# ---- la_uart_dump ----
$ cat src/rtl/la_uart_dump.sv
// Sample-buffer readout: walks every buffer address and streams a framed dump
// (A5 5A trigHi trigLo samples... checksum) out of an 8N1 UART transmitter.
module la_uart_dump #(
    parameter int DATA_WIDTH = 8,
    parameter int ADDR_WIDTH = 11,
    parameter int CLK_DIV    = 434
) (
    input  logic                  sys_clk,
    input  logic                  sys_rst,
    input  logic                  capture_done,
    input  logic                  dump_req,
    input  logic [ADDR_WIDTH-1:0] trigger_index,
    output logic [ADDR_WIDTH-1:0] rd_addr,
    input  logic [DATA_WIDTH-1:0] rd_data,
    output logic                  uart_tx,
    output logic                  busy,
    output logic                  dump_done
);

    localparam int                 BAUD_W      = $clog2(CLK_DIV);
    localparam logic [BAUD_W-1:0]  BAUD_RELOAD = BAUD_W'(CLK_DIV - 1);
    localparam logic [ADDR_WIDTH:0] LAST_CNT   = {1'b0, {ADDR_WIDTH{1'b1}}};

    typedef enum logic [2:0] {
        IDLE,
        HDR,
        RD_ADDR,
        RD_WAIT,
        SEND,
        CHK,
        DONE
    } state_t;

    state_t                r_state;
    logic                  r_capD;
    logic [ADDR_WIDTH-1:0] r_trig;
    logic [7:0]            r_chk;
    logic [1:0]            r_hdrIdx;
    logic [ADDR_WIDTH:0]   r_cnt;
    logic [8:0]            r_shift;
    logic [3:0]            r_bitCnt;
    logic [BAUD_W-1:0]     r_baudCnt;
    logic                  r_txBusy;

    logic                  w_start;
    logic                  w_txLast;
    logic                  w_loadEn;
    logic [7:0]            w_loadByte;
    logic [7:0]            w_hdrByte;
    logic [15:0]           w_trig16;

    assign w_start  = dump_req | (capture_done & ~r_capD);
    assign w_txLast = r_txBusy && (r_baudCnt == '0) && (r_bitCnt == 4'd0);
    assign w_trig16 = 16'(r_trig);

    // Header byte that follows the one currently on the line.
    always_comb begin
        case (r_hdrIdx)
            2'd0:    w_hdrByte = 8'h5A;
            2'd1:    w_hdrByte = w_trig16[15:8];
            default: w_hdrByte = w_trig16[7:0];
        endcase
    end

    // A new byte is loaded on the same edge the previous stop bit ends, so
    // header and checksum bytes follow back-to-back.
    always_comb begin
        w_loadEn   = 1'b0;
        w_loadByte = 8'h00;
        case (r_state)
            IDLE: begin
                if (w_start) begin
                    w_loadEn   = 1'b1;
                    w_loadByte = 8'hA5;
                end
            end
            HDR: begin
                if (w_txLast && (r_hdrIdx != 2'd3)) begin
                    w_loadEn   = 1'b1;
                    w_loadByte = w_hdrByte;
                end
            end
            RD_WAIT: begin
                w_loadEn   = 1'b1;
                w_loadByte = 8'(rd_data);
            end
            SEND: begin
                if (w_txLast && (r_cnt == LAST_CNT)) begin
                    w_loadEn   = 1'b1;
                    w_loadByte = r_chk;
                end
            end
            default: begin
                w_loadEn   = 1'b0;
                w_loadByte = 8'h00;
            end
        endcase
    end

    always_ff @(posedge sys_clk or posedge sys_rst) begin
        if (sys_rst) begin
            r_state   <= IDLE;
            r_capD    <= 1'b0;
            r_trig    <= '0;
            r_chk     <= 8'h00;
            r_hdrIdx  <= 2'd0;
            r_cnt     <= '0;
            r_shift   <= 9'h1FF;
            r_bitCnt  <= 4'd0;
            r_baudCnt <= '0;
            r_txBusy  <= 1'b0;
            rd_addr   <= '0;
            uart_tx   <= 1'b1;
            busy      <= 1'b0;
            dump_done <= 1'b0;
        end else begin
            r_capD    <= capture_done;
            dump_done <= 1'b0;

            // Shifter: start bit on load, then 9 more bits (data LSB-first, stop).
            if (w_loadEn) begin
                uart_tx   <= 1'b0;
                r_shift   <= {1'b1, w_loadByte};
                r_bitCnt  <= 4'd9;
                r_baudCnt <= BAUD_RELOAD;
                r_txBusy  <= 1'b1;
            end else if (r_txBusy) begin
                if (r_baudCnt != '0) begin
                    r_baudCnt <= r_baudCnt - 1'b1;
                end else if (r_bitCnt != 4'd0) begin
                    uart_tx   <= r_shift[0];
                    r_shift   <= {1'b1, r_shift[8:1]};
                    r_bitCnt  <= r_bitCnt - 4'd1;
                    r_baudCnt <= BAUD_RELOAD;
                end else begin
                    r_txBusy <= 1'b0;
                end
            end

            case (r_state)
                IDLE: begin
                    if (w_start) begin
                        r_trig   <= trigger_index;
                        r_chk    <= 8'h00;
                        r_hdrIdx <= 2'd0;
                        busy     <= 1'b1;
                        r_state  <= HDR;
                    end
                end
                HDR: begin
                    if (w_txLast) begin
                        if (r_hdrIdx == 2'd3) begin
                            r_cnt   <= '0;
                            rd_addr <= '0;
                            r_state <= RD_ADDR;
                        end else begin
                            r_hdrIdx <= r_hdrIdx + 2'd1;
                        end
                    end
                end
                RD_ADDR: r_state <= RD_WAIT;
                RD_WAIT: begin
                    r_chk   <= r_chk + 8'(rd_data);
                    r_state <= SEND;
                end
                SEND: begin
                    if (w_txLast) begin
                        if (r_cnt == LAST_CNT) begin
                            r_state <= CHK;
                        end else begin
                            r_cnt   <= r_cnt + 1'b1;
                            rd_addr <= r_cnt[ADDR_WIDTH-1:0] + 1'b1;
                            r_state <= RD_ADDR;
                        end
                    end
                end
                CHK: begin
                    if (w_txLast) begin
                        busy      <= 1'b0;
                        dump_done <= 1'b1;
                        r_state   <= DONE;
                    end
                end
                DONE:    r_state <= IDLE;
                default: r_state <= IDLE;
            endcase
        end
    end

endmodule
$ cat config.mk
export PLATFORM = sky130hd
export DESIGN_NAME = la_uart_dump
export DESIGN_NICKNAME = d
export VERILOG_FILES = /design/src/rtl/la_uart_dump.sv
export SDC_FILE = /design/constraint.sdc
export NUM_CORES = 1
export LEC_CHECK = 0
export ABC_AREA = 1
export ABC_CLOCK_PERIOD_IN_PS = 2600
export CAP_MARGIN = 5
export CORE_ASPECT_RATIO = 1.1
export CORE_UTILIZATION = 57
export DETAILED_ROUTE_END_ITERATION = 16
export HOLD_SLACK_MARGIN = 0.03
export PLACE_DENSITY = 0.79
export SYNTH_ARGS = -nofsm -noshare
export SYNTH_HDL_FRONTEND = slang
export SYNTH_SLANG_ARGS = --single-unit
$ cat constraint.sdc
create_clock -name sys_clk -period 2.6 [get_ports sys_clk]
set_clock_uncertainty 0.1 [all_clocks]
set_input_delay 0.39 -clock sys_clk [delete_from_list [all_inputs] [get_ports sys_clk]]
set_output_delay 0.39 -clock sys_clk [all_outputs]
set_load 0.1 [all_outputs]
# ---- kw_ror_iter_flat ----
`config.mk`:
```
export PLATFORM = sky130hd
export DESIGN_NAME = kw_ror_iter_flat
export DESIGN_NICKNAME = d
export VERILOG_FILES = /design/src/rtl/kw_pkg.sv /design/src/rtl/kw_ror_iter_if.sv /design/src/rtl/kw_ror_iter_static.sv /design/src/rtl/kw_ror_iter.sv /design/src/flat_wrapper.sv
export SDC_FILE = /design/constraint.sdc
export NUM_CORES = 1
export LEC_CHECK = 0
export ABC_AREA = 0
export ABC_CLOCK_PERIOD_IN_PS = 2360
export CAP_MARGIN = 10
export CORE_ASPECT_RATIO = 1.4
export CORE_MARGIN = 2
export CORE_UTILIZATION = 40
export CTS_BUF_LIST = sky130_fd_sc_hd__clkbuf_8
export CTS_CLUSTER_SIZE = 8
export DETAILED_ROUTE_END_ITERATION = 10
export PLACE_DENSITY = 0.68
export SLEW_MARGIN = 20
export SYNTH_ARGS = -nofsm -noshare
export SYNTH_HDL_FRONTEND = slang
export SYNTH_HIERARCHICAL = 1
export SYNTH_SLANG_ARGS = --single-unit
```
`constraint.sdc`:
```
create_clock -name clk -period 2.36 [get_ports clk]
set_input_delay 0.708 -clock clk [delete_from_list [all_inputs] [get_ports clk]]
set_output_delay 0.708 -clock clk [all_outputs]
set_load 0.005 [all_outputs]
```
`src/rtl/kw_pkg.sv`:
```
// Shared types for the iterative rotator.
package kw_pkg;

    typedef enum logic [1:0] {
        IDLE,
        BUSY,
        DONE
    } kw_iter_state_t;

    function automatic bit is_pow2(input int n);
        return (n >= 2) && ((n & (n - 1)) == 0);
    endfunction

endpackage

```
`src/rtl/kw_ror_iter_if.sv`:
```
// Input and output valid/ready channels of the iterative rotator.
interface kw_ror_iter_if #(
    parameter int WIDTH = 8
);
    localparam int AMT_W = $clog2(WIDTH);

    logic             in_valid;
    logic             in_ready;
    logic [WIDTH-1:0] in_data;
    logic [AMT_W-1:0] in_amt;
    logic             in_left;
    logic             out_valid;
    logic             out_ready;
    logic [WIDTH-1:0] out_data;

    modport master (
        output in_valid, in_data, in_amt, in_left, out_ready,
        input  in_ready, out_valid, out_data
    );

    modport slave (
        input  in_valid, in_data, in_amt, in_left, out_ready,
        output in_ready, out_valid, out_data
    );

endinterface

```
`src/rtl/kw_ror_iter_static.sv`:
```
// Fixed-amount right rotation; pure wiring.
module KW_ror_static #(
    parameter int WIDTH = 8,
    parameter int ROR   = 1
) (
    input  logic [WIDTH-1:0] a_i,
    output logic [WIDTH-1:0] b_o
);

    logic [2*WIDTH-1:0] dbl;

    assign dbl = {a_i, a_i};
    assign b_o = dbl[ROR +: WIDTH];

endmodule

```
`src/rtl/kw_ror_iter.sv`:
```
// Iterative rotator: one power-of-two rotate stage per busy cycle.
module kw_ror_iter
    import kw_pkg::*;
#(
    parameter int WIDTH = 8
) (
    input  logic          clk,
    input  logic          rst,
    kw_ror_iter_if.slave  bus
);

    localparam int AMT_W = $clog2(WIDTH);
    localparam logic [AMT_W-1:0] STEP_LAST = AMT_W'(AMT_W - 1);

    generate
        if (!is_pow2(WIDTH)) begin : g_bad_width
            $error("kw_ror_iter: WIDTH must be a power of two >= 2");
        end
    endgenerate

    kw_iter_state_t   state_q, state_d;
    logic [AMT_W-1:0] step_q, step_d;
    logic [WIDTH-1:0] data_q, data_d;
    logic [AMT_W-1:0] eff_q, eff_d;

    logic [WIDTH-1:0] stg [AMT_W];
    logic [WIDTH-1:0] stage_sel;
    logic [AMT_W-1:0] neg_amt;
    logic [AMT_W-1:0] eff_in;
    logic             in_ready;
    logic             out_valid;

    for (genvar k = 0; k < AMT_W; k++) begin : g_stage
        KW_ror_static #(
            .WIDTH (WIDTH),
            .ROR   (2 ** k)
        ) u_ror (
            .a_i (data_q),
            .b_o (stg[k])
        );
    end

    // Left rotation is folded into an equivalent right amount at accept.
    assign neg_amt = AMT_W'(0) - bus.in_amt;
    assign eff_in  = bus.in_left ? neg_amt : bus.in_amt;

    always_comb begin
        stage_sel = data_q;
        for (int k = 0; k < AMT_W; k++) begin
            if (step_q == AMT_W'(k) && eff_q[k]) begin
                stage_sel = stg[k];
            end
        end
    end

    always_comb begin
        state_d   = state_q;
        step_d    = step_q;
        data_d    = data_q;
        eff_d     = eff_q;
        in_ready  = 1'b0;
        out_valid = 1'b0;
        unique case (state_q)
            IDLE: begin
                in_ready = 1'b1;
                if (bus.in_valid) begin
                    data_d  = bus.in_data;
                    eff_d   = eff_in;
                    step_d  = '0;
                    state_d = BUSY;
                end
            end
            BUSY: begin
                data_d = stage_sel;
                step_d = step_q + AMT_W'(1);
                if (step_q == STEP_LAST) begin
                    state_d = DONE;
                end
            end
            DONE: begin
                out_valid = 1'b1;
                in_ready  = bus.out_ready;
                if (bus.out_ready) begin
                    if (bus.in_valid) begin
                        data_d  = bus.in_data;
                        eff_d   = eff_in;
                        step_d  = '0;
                        state_d = BUSY;
                    end else begin
                        state_d = IDLE;
                    end
                end
            end
            default: begin
                state_d = IDLE;
                step_d  = '0;
            end
        endcase
    end

    always_ff @(posedge clk) begin
        if (rst) begin
            state_q <= IDLE;
            step_q  <= '0;
            data_q  <= '0;
            eff_q   <= '0;
        end else begin
            state_q <= state_d;
            step_q  <= step_d;
            data_q  <= data_d;
            eff_q   <= eff_d;
        end
    end

    assign bus.in_ready  = in_ready;
    assign bus.out_valid = out_valid;
    assign bus.out_data  = data_q;

endmodule
```
`src/flat_wrapper.sv`:
```
// flat-port wrapper written by rule: the top's interface ports become plain ports
module kw_ror_iter_flat import kw_pkg::*;
#(
    parameter int WIDTH = 8
)
  (clk, rst, bus_in_valid, bus_in_data, bus_in_amt, bus_in_left, bus_out_ready, bus_in_ready, bus_out_valid, bus_out_data);
  kw_ror_iter_if #(.WIDTH(WIDTH)) bus_i ();
  input  logic clk;
  input  logic rst;
  input wire logic [$bits(bus_i.in_valid)-1:0] bus_in_valid;
  input wire logic [$bits(bus_i.in_data)-1:0] bus_in_data;
  input wire logic [$bits(bus_i.in_amt)-1:0] bus_in_amt;
  input wire logic [$bits(bus_i.in_left)-1:0] bus_in_left;
  input wire logic [$bits(bus_i.out_ready)-1:0] bus_out_ready;
  output wire logic [$bits(bus_i.in_ready)-1:0] bus_in_ready;
  output wire logic [$bits(bus_i.out_valid)-1:0] bus_out_valid;
  output wire logic [$bits(bus_i.out_data)-1:0] bus_out_data;
  assign bus_i.in_valid = bus_in_valid;
  assign bus_i.in_data = bus_in_data;
  assign bus_i.in_amt = bus_in_amt;
  assign bus_i.in_left = bus_in_left;
  assign bus_i.out_ready = bus_out_ready;
  assign bus_in_ready = bus_i.in_ready;
  assign bus_out_valid = bus_i.out_valid;
  assign bus_out_data = bus_i.out_data;
  kw_ror_iter #(.WIDTH(WIDTH)) u_core (.clk(clk), .rst(rst), .bus(bus_i));
endmodule
```
# ---- outport_uart_tx ----
[config.mk]
export PLATFORM = sky130hd
export DESIGN_NAME = outport_uart_tx
export DESIGN_NICKNAME = d
export VERILOG_FILES = /design/src/rtl/uart_pkg.sv /design/src/rtl/sync_fifo.sv /design/src/rtl/outport_uart_tx.sv
export SDC_FILE = /design/constraint.sdc
export NUM_CORES = 1
export LEC_CHECK = 0
export CORE_UTILIZATION = 35
export CTS_CLUSTER_SIZE = 20
export DETAILED_ROUTE_END_ITERATION = 10
export PLACE_DENSITY_LB_ADDON = 0.1
export SLEW_MARGIN = 25
export SYNTH_ARGS = -nofsm -noshare
export SYNTH_HDL_FRONTEND = slang
export SYNTH_HIERARCHICAL = 1
export SYNTH_SLANG_ARGS = --single-unit
[constraint.sdc]
create_clock -name Clock -period 3.4 [get_ports Clock]
set_clock_uncertainty 0.05 [all_clocks]
set_input_delay 0.51 -clock Clock [delete_from_list [all_inputs] [get_ports Clock]]
set_output_delay 0.51 -clock Clock [all_outputs]
set_load 0.02 [all_outputs]
[src/rtl/uart_pkg.sv]
// Shared types and framing constants for the UART transmit path.
package uart_pkg;

   typedef enum logic [1:0] {
      IDLE  = 2'd0,
      START = 2'd1,
      DATA  = 2'd2,
      STOP  = 2'd3
   } state_t;

   localparam int FRAME_BITS     = 10;              // start + 8 data + stop
   localparam int BYTES_PER_WORD = 4;
   localparam int DATA_BITS      = FRAME_BITS - 2;

endpackage

[src/rtl/sync_fifo.sv]
// Single-clock show-ahead FIFO with occupancy count.
// A push while full is taken only when a pop happens on the same edge.
module sync_fifo #(
   parameter int W     = 32,
   parameter int DEPTH = 4,
   parameter int CNT_W = 3
) (
   input  logic         Clock,
   input  logic         Reset,
   input  logic         push,
   input  logic         pop,
   input  logic [W-1:0] din,
   output logic [W-1:0] dout,
   output logic         full,
   output logic         empty,
   output logic [CNT_W-1:0] level
);

   localparam int PTR_W = $clog2(DEPTH);

   logic [W-1:0]     mem [DEPTH];
   logic [PTR_W-1:0] wr_ptr, rd_ptr;
   logic             do_push, do_pop;

   assign full    = (level == CNT_W'(DEPTH));
   assign empty   = (level == '0);
   assign do_pop  = pop & ~empty;
   assign do_push = push & (~full | do_pop);
   assign dout    = mem[rd_ptr];

   // Storage array; no reset needed, contents are qualified by level.
   always_ff @(posedge Clock) begin
      if (do_push) mem[wr_ptr] <= din;
   end

   // Pointers wrap naturally modulo DEPTH (power of two); level tracks occupancy.
   always_ff @(posedge Clock or negedge Reset) begin
      if (!Reset) begin
         wr_ptr <= '0;
         rd_ptr <= '0;
         level  <= '0;
      end else begin
         if (do_push) wr_ptr <= wr_ptr + PTR_W'(1);
         if (do_pop)  rd_ptr <= rd_ptr + PTR_W'(1);
         level <= level + CNT_W'(do_push) - CNT_W'(do_pop);
      end
   end

endmodule

[src/rtl/outport_uart_tx.sv]
// OUTPORT consumer: buffers each written 32-bit word and sends it as four
// 8N1 bytes, LSB byte first, with no gaps while words are queued.
module outport_uart_tx
   import uart_pkg::*;
#(
   parameter int CLKS_PER_BIT = 434,
   parameter int FIFO_DEPTH   = 4,
   parameter int CNT_W        = 3
) (
   input  logic             Clock,
   input  logic             Reset,
   input  logic             wr_en,
   input  logic [31:0]      wr_data,
   input  logic             ovf_clr,
   output logic             tx,
   output logic             busy,
   output logic             full,
   output logic [CNT_W-1:0] level,
   output logic             overflow
);

   localparam int BAUD_W = (CLKS_PER_BIT > 2) ? $clog2(CLKS_PER_BIT) : 1;
   localparam int BYTE_W = $clog2(BYTES_PER_WORD);
   localparam int BIT_W  = $clog2(DATA_BITS);

   state_t            state;
   logic [BAUD_W-1:0] baud_cnt;
   logic [BIT_W-1:0]  bit_idx;
   logic [BYTE_W-1:0] byte_idx;
   logic [31:0]       shift_word;
   logic [31:0]       fifo_dout;
   logic              empty, pop, bit_end, last_byte, drop;

   assign bit_end   = (baud_cnt == BAUD_W'(CLKS_PER_BIT - 1));
   assign last_byte = (byte_idx == BYTE_W'(BYTES_PER_WORD - 1));
   // Pop when idle, or at the very end of the last stop bit to chain words.
   assign pop       = ~empty & ((state == IDLE) | ((state == STOP) & bit_end & last_byte));
   assign drop      = wr_en & full & ~pop;
   assign busy      = (state != IDLE) | (level != '0);

   sync_fifo #(
      .W     (32),
      .DEPTH (FIFO_DEPTH),
      .CNT_W (CNT_W)
   ) u_fifo (
      .Clock (Clock),
      .Reset (Reset),
      .push  (wr_en),
      .pop   (pop),
      .din   (wr_data),
      .dout  (fifo_dout),
      .full  (full),
      .empty (empty),
      .level (level)
   );

   // Sticky drop flag; a drop on the same edge as a clear keeps it set.
   always_ff @(posedge Clock or negedge Reset) begin
      if (!Reset)       overflow <= 1'b0;
      else if (drop)    overflow <= 1'b1;
      else if (ovf_clr) overflow <= 1'b0;
   end

   // Frame sequencer; tx is registered from the current state, so the line
   // trails the state by one cycle while every bit keeps its full length.
   always_ff @(posedge Clock or negedge Reset) begin
      if (!Reset) begin
         state      <= IDLE;
         baud_cnt   <= '0;
         bit_idx    <= '0;
         byte_idx   <= '0;
         shift_word <= '0;
         tx         <= 1'b1;
      end else begin
         unique case (state)
            IDLE:  tx <= 1'b1;
            START: tx <= 1'b0;
            DATA:  tx <= shift_word[{byte_idx, bit_idx}];
            STOP:  tx <= 1'b1;
         endcase

         unique case (state)
            IDLE: begin
               baud_cnt <= '0;
               if (pop) begin
                  shift_word <= fifo_dout;
                  byte_idx   <= '0;
                  state      <= START;
               end
            end
            START: begin
               if (bit_end) begin
                  baud_cnt <= '0;
                  bit_idx  <= '0;
                  state    <= DATA;
               end else begin
                  baud_cnt <= baud_cnt + BAUD_W'(1);
               end
            end
            DATA: begin
               if (bit_end) begin
                  baud_cnt <= '0;
                  if (bit_idx == BIT_W'(DATA_BITS - 1)) state <= STOP;
                  else                                  bit_idx <= bit_idx + BIT_W'(1);
               end else begin
                  baud_cnt <= baud_cnt + BAUD_W'(1);
               end
            end
            STOP: begin
               if (bit_end) begin
                  baud_cnt <= '0;
                  if (!last_byte) begin
                     byte_idx <= byte_idx + BYTE_W'(1);
                     state    <= START;
                  end else if (pop) begin
                     shift_word <= fifo_dout;
                     byte_idx   <= '0;
                     state      <= START;
                  end else begin
                     state <= IDLE;
                  end
               end else begin
                  baud_cnt <= baud_cnt + BAUD_W'(1);
               end
            end
         endcase
      end
   end

endmodule

# ---- tank_ctrl_flat ----
### src/rtl/tank_pkg.sv
// Shared types and constants for the player tank controllers.
// Holds state encoding, default key bindings and screen limits.
package tank_pkg;

    typedef enum logic [1:0] {
        ALIVE,
        DEAD,
        FROZEN
    } tank_state_t;

    localparam int POS_W = 13;

    localparam int SCREEN_W = 640;
    localparam int SCREEN_H = 480;
    localparam int X_MAX_DEF = SCREEN_W - 11;
    localparam int Y_MAX_DEF = SCREEN_H - 11;

    localparam logic [7:0] P1_KEY_FWD  = 8'h52;
    localparam logic [7:0] P1_KEY_BACK = 8'h51;
    localparam logic [7:0] P1_KEY_CW   = 8'h50;
    localparam logic [7:0] P1_KEY_CCW  = 8'h4F;
    localparam logic [7:0] P1_KEY_FIRE = 8'h2C;

    localparam logic [7:0] P2_KEY_FWD  = 8'h1A;
    localparam logic [7:0] P2_KEY_BACK = 8'h16;
    localparam logic [7:0] P2_KEY_CW   = 8'h07;
    localparam logic [7:0] P2_KEY_CCW  = 8'h04;
    localparam logic [7:0] P2_KEY_FIRE = 8'h28;

endpackage

### src/rtl/tank_if.sv
// Tank controller bus: inputs from keyboard, walls and trig LUT,
// outputs to the bullet, collision and drawing logic.
interface tank_if;
    import tank_pkg::*;

    logic [31:0] keycode;
    logic        hit;
    logic [1:0]  game_end;
    logic        wall_any;
    logic [7:0]  sin;
    logic [7:0]  cos;
    logic [9:0]  tank_x;
    logic [9:0]  tank_y;
    logic [12:0] step_x;
    logic [12:0] step_y;
    logic [5:0]  angle;
    logic        shoot;
    logic        alive;

    modport master (
        output keycode, hit, game_end, wall_any, sin, cos,
        input  tank_x, tank_y, step_x, step_y, angle, shoot, alive
    );

    modport slave (
        input  keycode, hit, game_end, wall_any, sin, cos,
        output tank_x, tank_y, step_x, step_y, angle, shoot, alive
    );

endinterface

### src/rtl/tank_key_decode.sv
// Matches the four keycode slots against the five bound keys.
// A key counts as held if any slot carries its code.
module tank_key_decode
    import tank_pkg::*;
#(
    parameter logic [7:0] KEY_FWD  = P1_KEY_FWD,
    parameter logic [7:0] KEY_BACK = P1_KEY_BACK,
    parameter logic [7:0] KEY_CW   = P1_KEY_CW,
    parameter logic [7:0] KEY_CCW  = P1_KEY_CCW,
    parameter logic [7:0] KEY_FIRE = P1_KEY_FIRE
) (
    input  logic [31:0] keycode_i,
    output logic        fwd_o,
    output logic        back_o,
    output logic        cw_o,
    output logic        ccw_o,
    output logic        fire_o
);

    // Scan every slot for each binding.
    always_comb begin
        fwd_o  = 1'b0;
        back_o = 1'b0;
        cw_o   = 1'b0;
        ccw_o  = 1'b0;
        fire_o = 1'b0;
        for (int i = 0; i < 4; i++) begin
            if (keycode_i[8*i +: 8] == KEY_FWD)  fwd_o  = 1'b1;
            if (keycode_i[8*i +: 8] == KEY_BACK) back_o = 1'b1;
            if (keycode_i[8*i +: 8] == KEY_CW)   cw_o   = 1'b1;
            if (keycode_i[8*i +: 8] == KEY_CCW)  ccw_o  = 1'b1;
            if (keycode_i[8*i +: 8] == KEY_FIRE) fire_o = 1'b1;
        end
    end

endmodule

### src/rtl/tank_ctrl.sv
// Per-player tank: movement, turning, edge-triggered fire with
// cooldown, timed respawn after a hit and freeze on game end.
module tank_ctrl
    import tank_pkg::*;
#(
    parameter logic [7:0] KEY_FWD  = P1_KEY_FWD,
    parameter logic [7:0] KEY_BACK = P1_KEY_BACK,
    parameter logic [7:0] KEY_CW   = P1_KEY_CW,
    parameter logic [7:0] KEY_CCW  = P1_KEY_CCW,
    parameter logic [7:0] KEY_FIRE = P1_KEY_FIRE,
    parameter int FRAC_BITS      = 3,
    parameter int SPEED          = 16,
    parameter int ANGLE_STEPS    = 45,
    parameter int SPAWN_X        = 300,
    parameter int SPAWN_Y        = 250,
    parameter int SPAWN_ANGLE    = 0,
    parameter int FIRE_COOLDOWN  = 30,
    parameter int RESPAWN_FRAMES = 60,
    parameter int X_MAX          = X_MAX_DEF,
    parameter int Y_MAX          = Y_MAX_DEF
) (
    input logic   frame_clk,
    input logic   Reset,
    tank_if.slave bus
);

    localparam logic [POS_W-1:0] SPX = POS_W'(SPAWN_X << FRAC_BITS);
    localparam logic [POS_W-1:0] SPY = POS_W'(SPAWN_Y << FRAC_BITS);
    localparam logic [5:0]  SPA       = 6'(SPAWN_ANGLE);
    localparam logic [5:0]  A_LAST    = 6'(ANGLE_STEPS - 1);
    localparam logic [15:0] COOL_LOAD = 16'(FIRE_COOLDOWN - 1);
    localparam logic [15:0] RESP_LOAD = 16'(RESPAWN_FRAMES - 1);

    tank_state_t             state_q;
    logic [POS_W-1:0]        pos_x_q, pos_y_q, pos_x_d, pos_y_d;
    logic signed [POS_W-1:0] step_x_q, step_y_q, step_x_d, step_y_d;
    logic [5:0]              angle_q, angle_d;
    logic [15:0]             cool_q, resp_q;
    logic                    fire_prev_q, shoot_q, alive_q;

    logic k_fwd, k_back, k_cw, k_ccw, k_fire;
    logic [13:0] mul_x, mul_y;
    logic [6:0]  dx, dy;
    logic signed [POS_W-1:0] fx, fy;

    tank_key_decode #(
        .KEY_FWD  (KEY_FWD),
        .KEY_BACK (KEY_BACK),
        .KEY_CW   (KEY_CW),
        .KEY_CCW  (KEY_CCW),
        .KEY_FIRE (KEY_FIRE)
    ) u_keys (
        .keycode_i (bus.keycode),
        .fwd_o     (k_fwd),
        .back_o    (k_back),
        .cw_o      (k_cw),
        .ccw_o     (k_ccw),
        .fire_o    (k_fire)
    );

    // Add a signed step and pin the result to the screen edges.
    function automatic logic [POS_W-1:0] clamp(
        input logic [POS_W-1:0]        p,
        input logic signed [POS_W-1:0] s,
        input int                      lim
    );
        int n;
        n = int'(p) + int'(s);
        if (n < 0) return '0;
        if ((n >>> FRAC_BITS) > lim) return POS_W'(lim << FRAC_BITS);
        return POS_W'(n);
    endfunction

    // Candidate step, heading and clamped position for an alive frame.
    always_comb begin
        mul_x = 14'(SPEED) * {7'd0, bus.cos[6:0]};
        mul_y = 14'(SPEED) * {7'd0, bus.sin[6:0]};
        dx = 7'(mul_x >> 7);
        dy = 7'(mul_y >> 7);
        fx = $signed({6'd0, dx});
        fy = $signed({6'd0, dy});
        if (bus.cos[7])  fx = -fx;
        if (!bus.sin[7]) fy = -fy;
        step_x_d = '0;
        step_y_d = '0;
        angle_d  = angle_q;
        if (k_fwd) begin
            step_x_d = fx;
            step_y_d = fy;
        end else if (k_back) begin
            step_x_d = -fx;
            step_y_d = -fy;
        end else if (!bus.wall_any) begin
            if (k_cw)
                angle_d = (angle_q == A_LAST) ? 6'd0 : angle_q + 6'd1;
            else if (k_ccw)
                angle_d = (angle_q == 6'd0) ? A_LAST : angle_q - 6'd1;
        end
        if ((k_fwd || k_back) && bus.wall_any) begin
            step_x_d = -(step_x_d <<< 1);
            step_y_d = -(step_y_d <<< 1);
        end
        pos_x_d = clamp(pos_x_q, step_x_d, X_MAX);
        pos_y_d = clamp(pos_y_q, step_y_d, Y_MAX);
    end

    // Tank state machine with registered outputs.
    always_ff @(posedge frame_clk or posedge Reset) begin
        if (Reset) begin
            state_q     <= ALIVE;
            pos_x_q     <= SPX;
            pos_y_q     <= SPY;
            angle_q     <= SPA;
            step_x_q    <= '0;
            step_y_q    <= '0;
            cool_q      <= '0;
            resp_q      <= '0;
            fire_prev_q <= 1'b0;
            shoot_q     <= 1'b0;
            alive_q     <= 1'b1;
        end else begin
            fire_prev_q <= k_fire;
            shoot_q     <= 1'b0;
            if (cool_q != 16'd0) cool_q <= cool_q - 16'd1;
            if (bus.game_end != 2'd0) begin
                state_q  <= FROZEN;
                pos_x_q  <= SPX;
                pos_y_q  <= SPY;
                angle_q  <= SPA;
                step_x_q <= '0;
                step_y_q <= '0;
                alive_q  <= 1'b1;
            end else begin
                unique case (state_q)
                    ALIVE: begin
                        if (bus.hit) begin
                            state_q  <= DEAD;
                            alive_q  <= 1'b0;
                            resp_q   <= RESP_LOAD;
                            step_x_q <= '0;
                            step_y_q <= '0;
                        end else begin
                            pos_x_q  <= pos_x_d;
                            pos_y_q  <= pos_y_d;
                            step_x_q <= step_x_d;
                            step_y_q <= step_y_d;
                            angle_q  <= angle_d;
                            if (k_fire && !fire_prev_q && cool_q == 16'd0) begin
                                shoot_q <= 1'b1;
                                cool_q  <= COOL_LOAD;
                            end
                        end
                    end
                    DEAD: begin
                        if (resp_q == 16'd0) begin
                            state_q <= ALIVE;
                            pos_x_q <= SPX;
                            pos_y_q <= SPY;
                            angle_q <= SPA;
                            cool_q  <= '0;
                            alive_q <= 1'b1;
                        end else begin
                            resp_q <= resp_q - 16'd1;
                        end
                    end
                    FROZEN: begin
                        state_q  <= ALIVE;
                        pos_x_q  <= SPX;
                        pos_y_q  <= SPY;
                        angle_q  <= SPA;
                        step_x_q <= '0;
                        step_y_q <= '0;
                        alive_q  <= 1'b1;
                    end
                    default: state_q <= ALIVE;
                endcase
            end
        end
    end

    assign bus.tank_x = 10'(pos_x_q >> FRAC_BITS);
    assign bus.tank_y = 10'(pos_y_q >> FRAC_BITS);
    assign bus.step_x = step_x_q;
    assign bus.step_y = step_y_q;
    assign bus.angle  = angle_q;
    assign bus.shoot  = shoot_q;
    assign bus.alive  = alive_q;

endmodule

### src/flat_wrapper.sv
// flat-port wrapper written by rule: the top's interface ports become plain ports
module tank_ctrl_flat import tank_pkg::*;
#(
    parameter logic [7:0] KEY_FWD  = P1_KEY_FWD,
    parameter logic [7:0] KEY_BACK = P1_KEY_BACK,
    parameter logic [7:0] KEY_CW   = P1_KEY_CW,
    parameter logic [7:0] KEY_CCW  = P1_KEY_CCW,
    parameter logic [7:0] KEY_FIRE = P1_KEY_FIRE,
    parameter int FRAC_BITS      = 3,
    parameter int SPEED          = 16,
    parameter int ANGLE_STEPS    = 45,
    parameter int SPAWN_X        = 300,
    parameter int SPAWN_Y        = 250,
    parameter int SPAWN_ANGLE    = 0,
    parameter int FIRE_COOLDOWN  = 30,
    parameter int RESPAWN_FRAMES = 60,
    parameter int X_MAX          = X_MAX_DEF,
    parameter int Y_MAX          = Y_MAX_DEF
)
  (frame_clk, Reset, bus_keycode, bus_hit, bus_game_end, bus_wall_any, bus_sin, bus_cos, bus_tank_x, bus_tank_y, bus_step_x, bus_step_y, bus_angle, bus_shoot, bus_alive);
  tank_if bus_i ();
  input logic frame_clk;
  input logic Reset;
  input wire logic [$bits(bus_i.keycode)-1:0] bus_keycode;
  input wire logic [$bits(bus_i.hit)-1:0] bus_hit;
  input wire logic [$bits(bus_i.game_end)-1:0] bus_game_end;
  input wire logic [$bits(bus_i.wall_any)-1:0] bus_wall_any;
  input wire logic [$bits(bus_i.sin)-1:0] bus_sin;
  input wire logic [$bits(bus_i.cos)-1:0] bus_cos;
  output wire logic [$bits(bus_i.tank_x)-1:0] bus_tank_x;
  output wire logic [$bits(bus_i.tank_y)-1:0] bus_tank_y;
  output wire logic [$bits(bus_i.step_x)-1:0] bus_step_x;
  output wire logic [$bits(bus_i.step_y)-1:0] bus_step_y;
  output wire logic [$bits(bus_i.angle)-1:0] bus_angle;
  output wire logic [$bits(bus_i.shoot)-1:0] bus_shoot;
  output wire logic [$bits(bus_i.alive)-1:0] bus_alive;
  assign bus_i.keycode = bus_keycode;
  assign bus_i.hit = bus_hit;
  assign bus_i.game_end = bus_game_end;
  assign bus_i.wall_any = bus_wall_any;
  assign bus_i.sin = bus_sin;
  assign bus_i.cos = bus_cos;
  assign bus_tank_x = bus_i.tank_x;
  assign bus_tank_y = bus_i.tank_y;
  assign bus_step_x = bus_i.step_x;
  assign bus_step_y = bus_i.step_y;
  assign bus_angle = bus_i.angle;
  assign bus_shoot = bus_i.shoot;
  assign bus_alive = bus_i.alive;
  tank_ctrl #(.KEY_FWD(KEY_FWD), .KEY_BACK(KEY_BACK), .KEY_CW(KEY_CW), .KEY_CCW(KEY_CCW), .KEY_FIRE(KEY_FIRE), .FRAC_BITS(FRAC_BITS), .SPEED(SPEED), .ANGLE_STEPS(ANGLE_STEPS), .SPAWN_X(SPAWN_X), .SPAWN_Y(SPAWN_Y), .SPAWN_ANGLE(SPAWN_ANGLE), .FIRE_COOLDOWN(FIRE_COOLDOWN), .RESPAWN_FRAMES(RESPAWN_FRAMES), .X_MAX(X_MAX), .Y_MAX(Y_MAX)) u_core (.frame_clk(frame_clk), .Reset(Reset), .bus(bus_i));
endmodule
### config.mk
export PLATFORM = sky130hd
export DESIGN_NAME = tank_ctrl_flat
export DESIGN_NICKNAME = d
export VERILOG_FILES = /design/src/rtl/tank_pkg.sv /design/src/rtl/tank_if.sv /design/src/rtl/tank_key_decode.sv /design/src/rtl/tank_ctrl.sv /design/src/flat_wrapper.sv
export SDC_FILE = /design/constraint.sdc
export NUM_CORES = 1
export LEC_CHECK = 0
export ABC_AREA = 1
export ABC_CLOCK_PERIOD_IN_PS = 5500
export CAP_MARGIN = 20
export CORE_ASPECT_RATIO = 1.25
export CORE_MARGIN = 2
export CORE_UTILIZATION = 45
export DETAILED_ROUTE_END_ITERATION = 8
export HOLD_SLACK_MARGIN = 0.12
export PLACE_DENSITY = 0.68
export SLEW_MARGIN = 20
export SYNTH_ARGS = -nofsm -noshare
export SYNTH_HDL_FRONTEND = slang
export SYNTH_HIERARCHICAL = 1
export SYNTH_SLANG_ARGS = --single-unit
### constraint.sdc
create_clock -name frame_clk -period 5.5 [get_ports frame_clk]
set_clock_uncertainty 0.15 [all_clocks]
set_input_delay 1.1 -clock frame_clk [delete_from_list [all_inputs] [get_ports frame_clk]]
set_output_delay 1.1 -clock frame_clk [all_outputs]
set_load 0.01 [all_outputs]
### Metal 1, outport_uart_tx

(3 px per um)
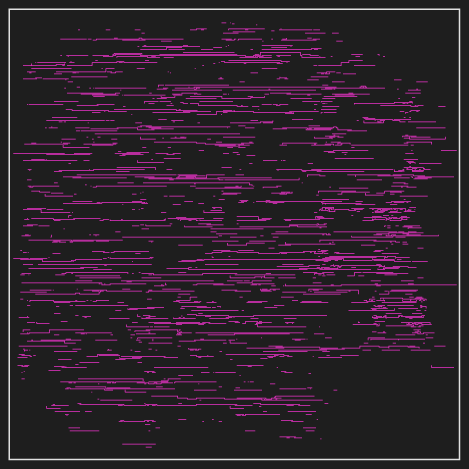
main direction: horizontal
wire length on this layer: 6620 um
longest straight run: 48.3 um
share of all routed wire: 46%
WL final: 14300 um
total number of vias: 3685
GR Util met1: 18.6%

==> impl_metrics.toml, outport_uart_tx <==
# implementation run metrics
[logic_synthesis]
synth_area_um2 = 7630
syn_avg_cell_area_um2 = 19.2
edf_count = 128
synth_cells = 398
syn-num-nets = 450
simple_gate_share_pct = 3.84
yosys_area_um2 = 7630
ys_sh_xor_pct = 1.15
top_logic_kind = "multiplexers"

[final_timing]
fin_crit_sh_pct = 86.7
rsz0062_at_grt = "false"
period_needed_ns = 2.95
finalSetupTns_ns = 0
final-setup-viol-count = 0

[cells_and_area]
comb_cells = 183
final_common_cell = "edfxtp_1"
nets = 503
final_cell_mix = "edfxtp_1 (128), dfrtp_1 (55), clkdlybuf4s50_1 (41)"
buf_share_pct = 6.07
flops = 185
flop_area_um2 = 5270
top_regs = "u_fifo/mem (128), shift_word (32), baud_cnt (9)"
fillCellCount = 1910
clockBufferCount = 18
drive_gt1_share_pct = 25.0

[drt]
routedWlPerCell_um = 19.3
viasPerCell = 4.99

[setup_path]
rr_worst_depth = 10
cp.buffers_inverters = 3
r2r_slack_ns = 0.59
cpPeakStageDelay_ns = 0.55
path_common_cell = "inv_1"
path_depth = 5
criticalPathCategory = "reg -> out"

[cts]
cts.repair.resized = 0
cts_sinks = 185
clkTransAtPathRegs_ns = 0.07
clock-root-buffer = "clkbuf_16"

[floorplan]
io_pins = 43
die_h_um = 150

[outcome]
status = "completed"

[global_route]
grt_max_degree = 58
grt-ovfl-total = 0
antenna_found_initial = 0

[placed_design]
port_buffers = 42
placed_cell_area_um2 = 8380

[power]
seq_power_share_pct = 44.6
comb_power_share_pct = 29.6

[worst_hold_path]
hp-class = "in -> async"
==> outport_uart_tx: synthesized netlist by cell type (all sizes together) (2+ instances only) <==
master | count | area, um^2
and2 | 4 | 25.0
inv | 13 | 48.8
nand2 | 8 | 30.0
nor2 | 12 | 45.0
mux2 | 35 | 398
xor2 | 2 | 17.5
or3 | 2 | 12.5
ha | 15 | 188
nor3 | 4 | 20.0
mux2i | 8 | 80.1
mux4 | 39 | 893
buf | 14 | 123
clkbuf | 3 | 15.0
a21oi | 5 | 36.3
o21ai | 5 | 25.0
dfrtp | 56 | 1400
a22oi | 2 | 15.0
edfxtp | 128 | 3840
a211oi | 2 | 15.0
nand3 | 4 | 20.0
o31ai | 2 | 20.0
nand4 | 3 | 33.8
nand4b | 2 | 17.5
nor3b | 2 | 26.3
xnor2 | 8 | 70.1
==> outport_uart_tx: per-layer routing <==
layer	vias up	global-route usage, %	share of wire (%)
met5	-	0	0
met4	0	5.05	1.1
met3	8	3.32	3.2
met2	57	23.0	49
met1	1944	18.6	46
li1	1676	-	-
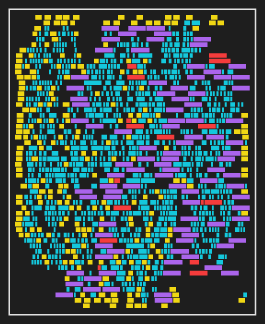
*Placed cells, one color a class, tank_ctrl_flat*
(2 px per um)
legend:
  flip-flops:
    color: purple
    cells: 95
  other buffers and delay cells:
    color: yellow
    cells: 244
  all other logic:
    color: cyan
    cells: 1013
  clock drivers and dummy loads:
    color: red
    cells: 16
row cnt: 54
Seq/total area: 22.9%
Core Footprint: 17300 um^2
utilization after layout: 60.4%
final instance area: 10500 um^2

==> impl_metrics.toml, tank_ctrl_flat <==
# implementation run metrics
[outcome]
status = "completed"

[cts]
cts_tree = "done"

[run]
log.warning_count = 39
maxCapViolations = 0

[power]
p_per_area_nw_per_um2 = 183
power_leader = "sequential cells"
irDropWorstVdd_uv = 134

[cells_and_area]
buffers = 244
clock_cell_area_share_pct = 2.96
diodes = 0
comb_cells = 834

[global_route]
grt_max_degree = 78
busiest_layer = "met2"
grt_use_met2_pct = 40.7

[final_timing]
maxSlewViolCount = 0
fin_crit_sh_pct = 94.1
final-setup-viol-count = 0
worst-slew-pin-transition_ns = 1.04
hold_violations = 0

[setup_path]
crit_required_ns = 5.64

[logic_synthesis]
ys_sh_xor_pct = 4.33
top_cell = "nand2_1"
yosysTopAreaCellShare_pct = 26.7
top_logic_kind = "simple AND/OR/NAND/NOR gates"
ys_sh_adder_pct = 7.33
ys_seq_share_pct = 30.3

[drt]
vias = 7905
drt_wl_total_um = 20500

[placed_design]
post-place-cells = 1572

[floorplan]
die_width_um = 122
[tank_ctrl_flat: per-stage QoR]
stage | util [%] | instance area (um^2) | hold slack [ns] | total power, mW
after detailed placement | 57.9 | 10000 | 0.305 | 1.27
after floorplan | - | 7880 | 0.284 | 1.09
final | 60.4 | 10500 | 0.308 | 1.92
after global routing | 60.4 | 10500 | 0.354 | 2.03
after global placement | 57.9 | 10000 | 0.300 | 1.25
after CTS | 59.7 | 10300 | 0.314 | 1.92
[tank_ctrl_flat: final timing paths]
kind,slack (ns),endpoint,depth (start not counted)
min in group asynchronous,1.16,u_core/resp_q[9]$_DFFE_PP0P_,2
worst min-delay path,0.31,u_core/resp_q[13]$_DFFE_PP0P_,1
worst max-delay path,0.33,u_core/pos_y_q[8]$_DFFE_PP1P_,32
worst min register to register,0.31,u_core/resp_q[13]$_DFFE_PP0P_,1
max in group asynchronous,3.15,u_core/pos_x_q[6]$_DFFE_PP1P_,3
worst max register to register,2.28,u_core/bus.angle[5]$_DFFE_PP0P_,15
[tank_ctrl_flat: timing repair]
action	in CTS	in global routing
gates resized	0	32
buffers inserted	0	3
setup endpoints to repair	0	25
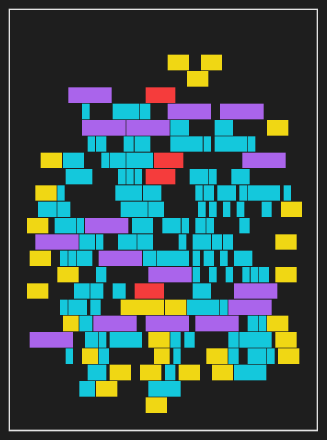
*Placed cells, one color a class, kw_ror_iter_flat*
(6 px per um)
legend:
  clock drivers and dummy loads:
    color: red
    cells: 4
  flip-flops:
    color: purple
    cells: 16
  all other logic:
    color: cyan
    cells: 104
  other buffers and delay cells:
    color: yellow
    cells: 29
Seq/total area: 22.7%
final instance area: 1410 um^2
Core Footprint: 2910 um^2
row cnt: 23

==> impl_metrics.toml, kw_ror_iter_flat <==
# implementation run metrics
[floorplan]
dieArea_um2 = 3570
die_width_um = 51.1

[outcome]
status = "completed"

[cells_and_area]
nets = 175
final_cell_mix = "clkdlybuf4s50_1 (24), nand2_1 (16), dfxtp_1 (16)"
comb_cells = 91
buf_share_pct = 20.7
buffers = 29
diodes = 0

[final_timing]
max_freq_mhz = 433
skew_ns = 0.00484
slew_headroom_pct = 59.0

[global_route]
grt_use_met2_pct = 28.6
grt_pass1_wl_um = 4200
grt-ovfl-total = 0
first_global_vias = 973
grt_util_met3_pct = 2.56
gr-usage-met1_pct = 16.2

[logic_synthesis]
yosysTopAreaCellShare_pct = 25.8
ys.warnings.count = 6
ys_sh_xor_pct = 0.705

[drt]
viasPerCell = 5.27

[worst_hold_path]
hold_path_startpoint = "u_core/bus.out_data[2]$_SDFFE_PP0P_"

[power]
clkPwrFrac_pct = 31.2
seq_power_share_pct = 41.5

[setup_path]
critPathTopFamily = "buffers and inverters"
reg2reg_from = "u_core/step_q[0]$_SDFFE_PP0P_"
==> kw_ror_iter_flat: per-stage QoR <==
step | instances | setup slack, ns | utilization, % | area, um^2 | TNS [ns]
3_3_place_gp | 186 | -0.238 | 46.7 | 1360 | -0.238
4_1_cts | 190 | 0.0213 | 48.6 | 1410 | 0
5_1_grt | 190 | 0.000901 | 48.6 | 1410 | 0
6_report | 190 | 0.0505 | 48.6 | 1410 | 0
2_1_floorplan | 151 | 0.576 | - | 1240 | 0
3_5_place_dp | 186 | -0.259 | 46.7 | 1360 | -0.259
==> kw_ror_iter_flat: path summary, 6_finish.rpt <==
| check | to | slack [ns] | depth (start not counted) |
|---|---|---|---|
| max | bus_in_ready | 0.05 | 4 |
| min | u_core/bus.out_data[2]$_SDFFE_PP0P_ | 0.52 | 2 |
| max reg2reg | u_core/bus.out_data[0]$_SDFFE_PP0P_ | 0.43 | 7 |
| min reg2reg | u_core/bus.out_data[2]$_SDFFE_PP0P_ | 0.52 | 2 |
==> kw_ror_iter_flat: routing by layer <==
layer / share of wire, % / routed length (um)
met4: 0.56 / 14
met1: 38 / 962
met2: 57 / 1440
met5: 0 / 0
met3: 4.1 / 103
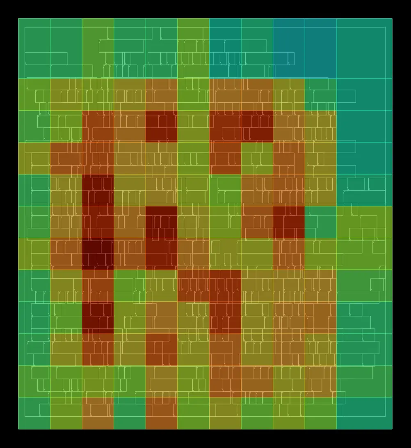
*Congestion heat map, la_uart_dump*
DR WL/cell: 13.2 um
routing usage on met3: 3.27%
utilization after layout: 67.9%

==> impl_metrics.toml, la_uart_dump <==
# implementation run metrics
[global_route]
grt_use_met2_pct = 44.2
gr-usage-met1_pct = 31.2
first_global_vias = 3199

[setup_path]
cp-endpoint = "rd_addr[7]$_DFFE_PP0P_"
endpoint_kind = "register"
crit_start = "r_baudCnt[0]$_DFFE_PP0P_"
reg2reg_from = "r_baudCnt[0]$_DFFE_PP0P_"

[logic_synthesis]
ys.warnings.count = 0
simple_gate_share_pct = 31.9
synthAoiAreaFrac_pct = 10.0
yosysTopAreaCellShare_pct = 33.9
syn-num-nets = 542
ys_sh_xor_pct = 3.35
yosys_area_um2 = 3920
ys_seq_elements = 62

[cells_and_area]
diodes = 0
flops = 62
sh_comb_area_pct = 44.0
nets = 575
flop_area_um2 = 1560
layout.cells.largest_class = "logic gates"
final_common_cell = "nand2_1"

[cts]
clock-root-buffer = "clkbuf_8"
cts_tree = "done"
cts.repair.resized = 0

[power]
internal_power_mw = 1.59
seq_power_share_pct = 47.0
clkPwrFrac_pct = 45.7
clk-power_mw = 0.964

[drt]
drcViolationCount = 0

[placed_design]
hpwl_um = 6070
port_buffers = 36

[outcome]
status = "completed"

[final_timing]
hold_violations = 0
final-setup-viol-count = 0

[floorplan]
core_um2 = 6590
die_width_um = 81.0
fp_util_pct = 59.4

[run]
maxCapViolations = 0

[worst_hold_path]
hp-class = "in -> async"
[la_uart_dump: stage by stage]
| stage | instances | total power, mW | worst slack (ns) |
|---|---|---|---|
| 6_report | 624 | 2.11 | 0.439 |
| 5_1_grt | 624 | 2.19 | 0.227 |
| 4_1_cts | 624 | 2.12 | 0.406 |
| 3_5_place_dp | 608 | 1.16 | 0.272 |
| 3_3_place_gp | 608 | 1.16 | 0.386 |
| 2_1_floorplan | 504 | 1.09 | 0.583 |
[la_uart_dump: synthesized netlist by cell type (all sizes together)]
| library cell | count |
|---|---|
| a21o | 1 |
| a21oi | 19 |
| a22oi | 2 |
| a31o | 1 |
| a31oi | 3 |
| buf | 19 |
| clkbuf | 1 |
| dfrtp | 53 |
| dfstp | 9 |
| fa | 1 |
| ha | 14 |
| inv | 63 |
| nand2 | 130 |
| nand3 | 43 |
| nand3b | 1 |
| nand4 | 9 |
| nor2 | 66 |
| nor3 | 7 |
| o211ai | 4 |
| o21ai | 35 |
| o21bai | 2 |
| o22ai | 3 |
| or2 | 3 |
| xnor2 | 1 |
| xor2 | 14 |

==> notes/layouts.md <==
Pictures saved along the way, in no particular order.

Drive-strength map.
shot_01.png
(2 px per um)
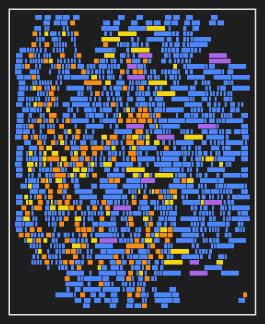
shot_02.png
(6 px per um)
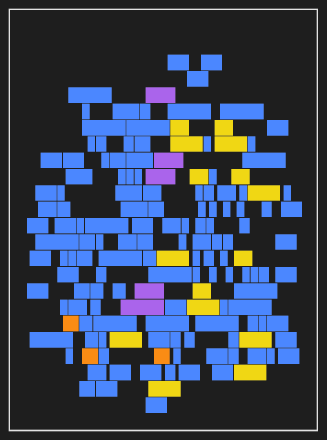
shot_03.png
(4 px per um)
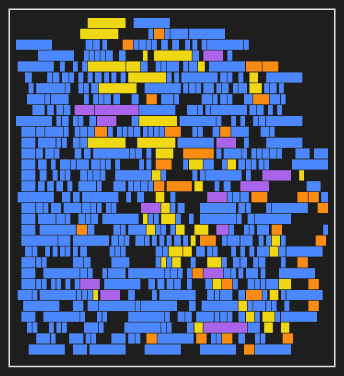
shot_04.png
(2 px per um)
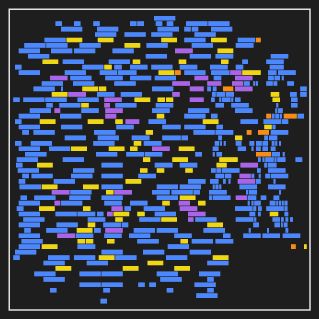
- largest die: shot_04.png
- fewest cells: shot_02.png
shot_01.png -> tank_ctrl_flat
shot_04.png -> outport_uart_tx
shot_02.png -> kw_ror_iter_flat
shot_03.png -> la_uart_dump



==> layout pictures side by side <==
Layout detail.
picture 1
Region (0, 40) to (25, 65) um. Cells in gray, sequential cells in the stronger gray; small squares are vias.
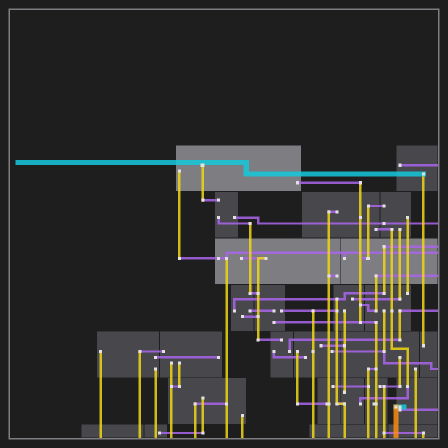
picture 2
Region (25, 100) to (50, 125) um. Cells in gray, sequential cells in the stronger gray; small squares are vias.
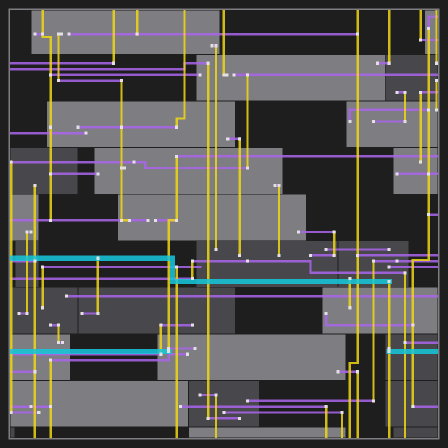
picture 3
Region (8, 54) to (33, 79) um. Cells in gray, sequential cells in the stronger gray; small squares are vias.
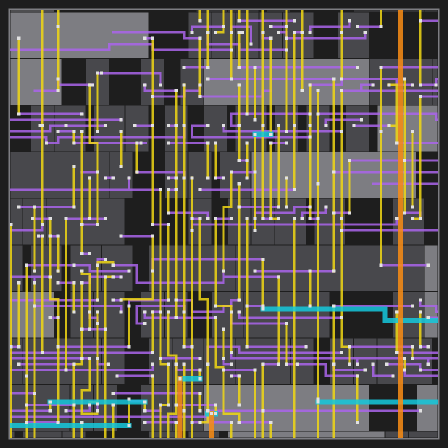
picture 4
Region (18, 101) to (43, 126) um. Cells in gray, sequential cells in the stronger gray; small squares are vias.
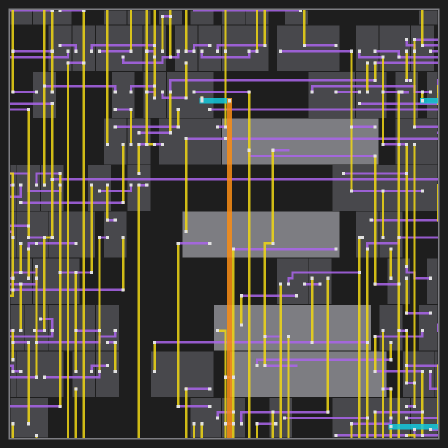
tank_ctrl_flat: picture 4
la_uart_dump: picture 3
outport_uart_tx: picture 2
kw_ror_iter_flat: picture 1

Power is estimated from default activity; no workload was simulated.
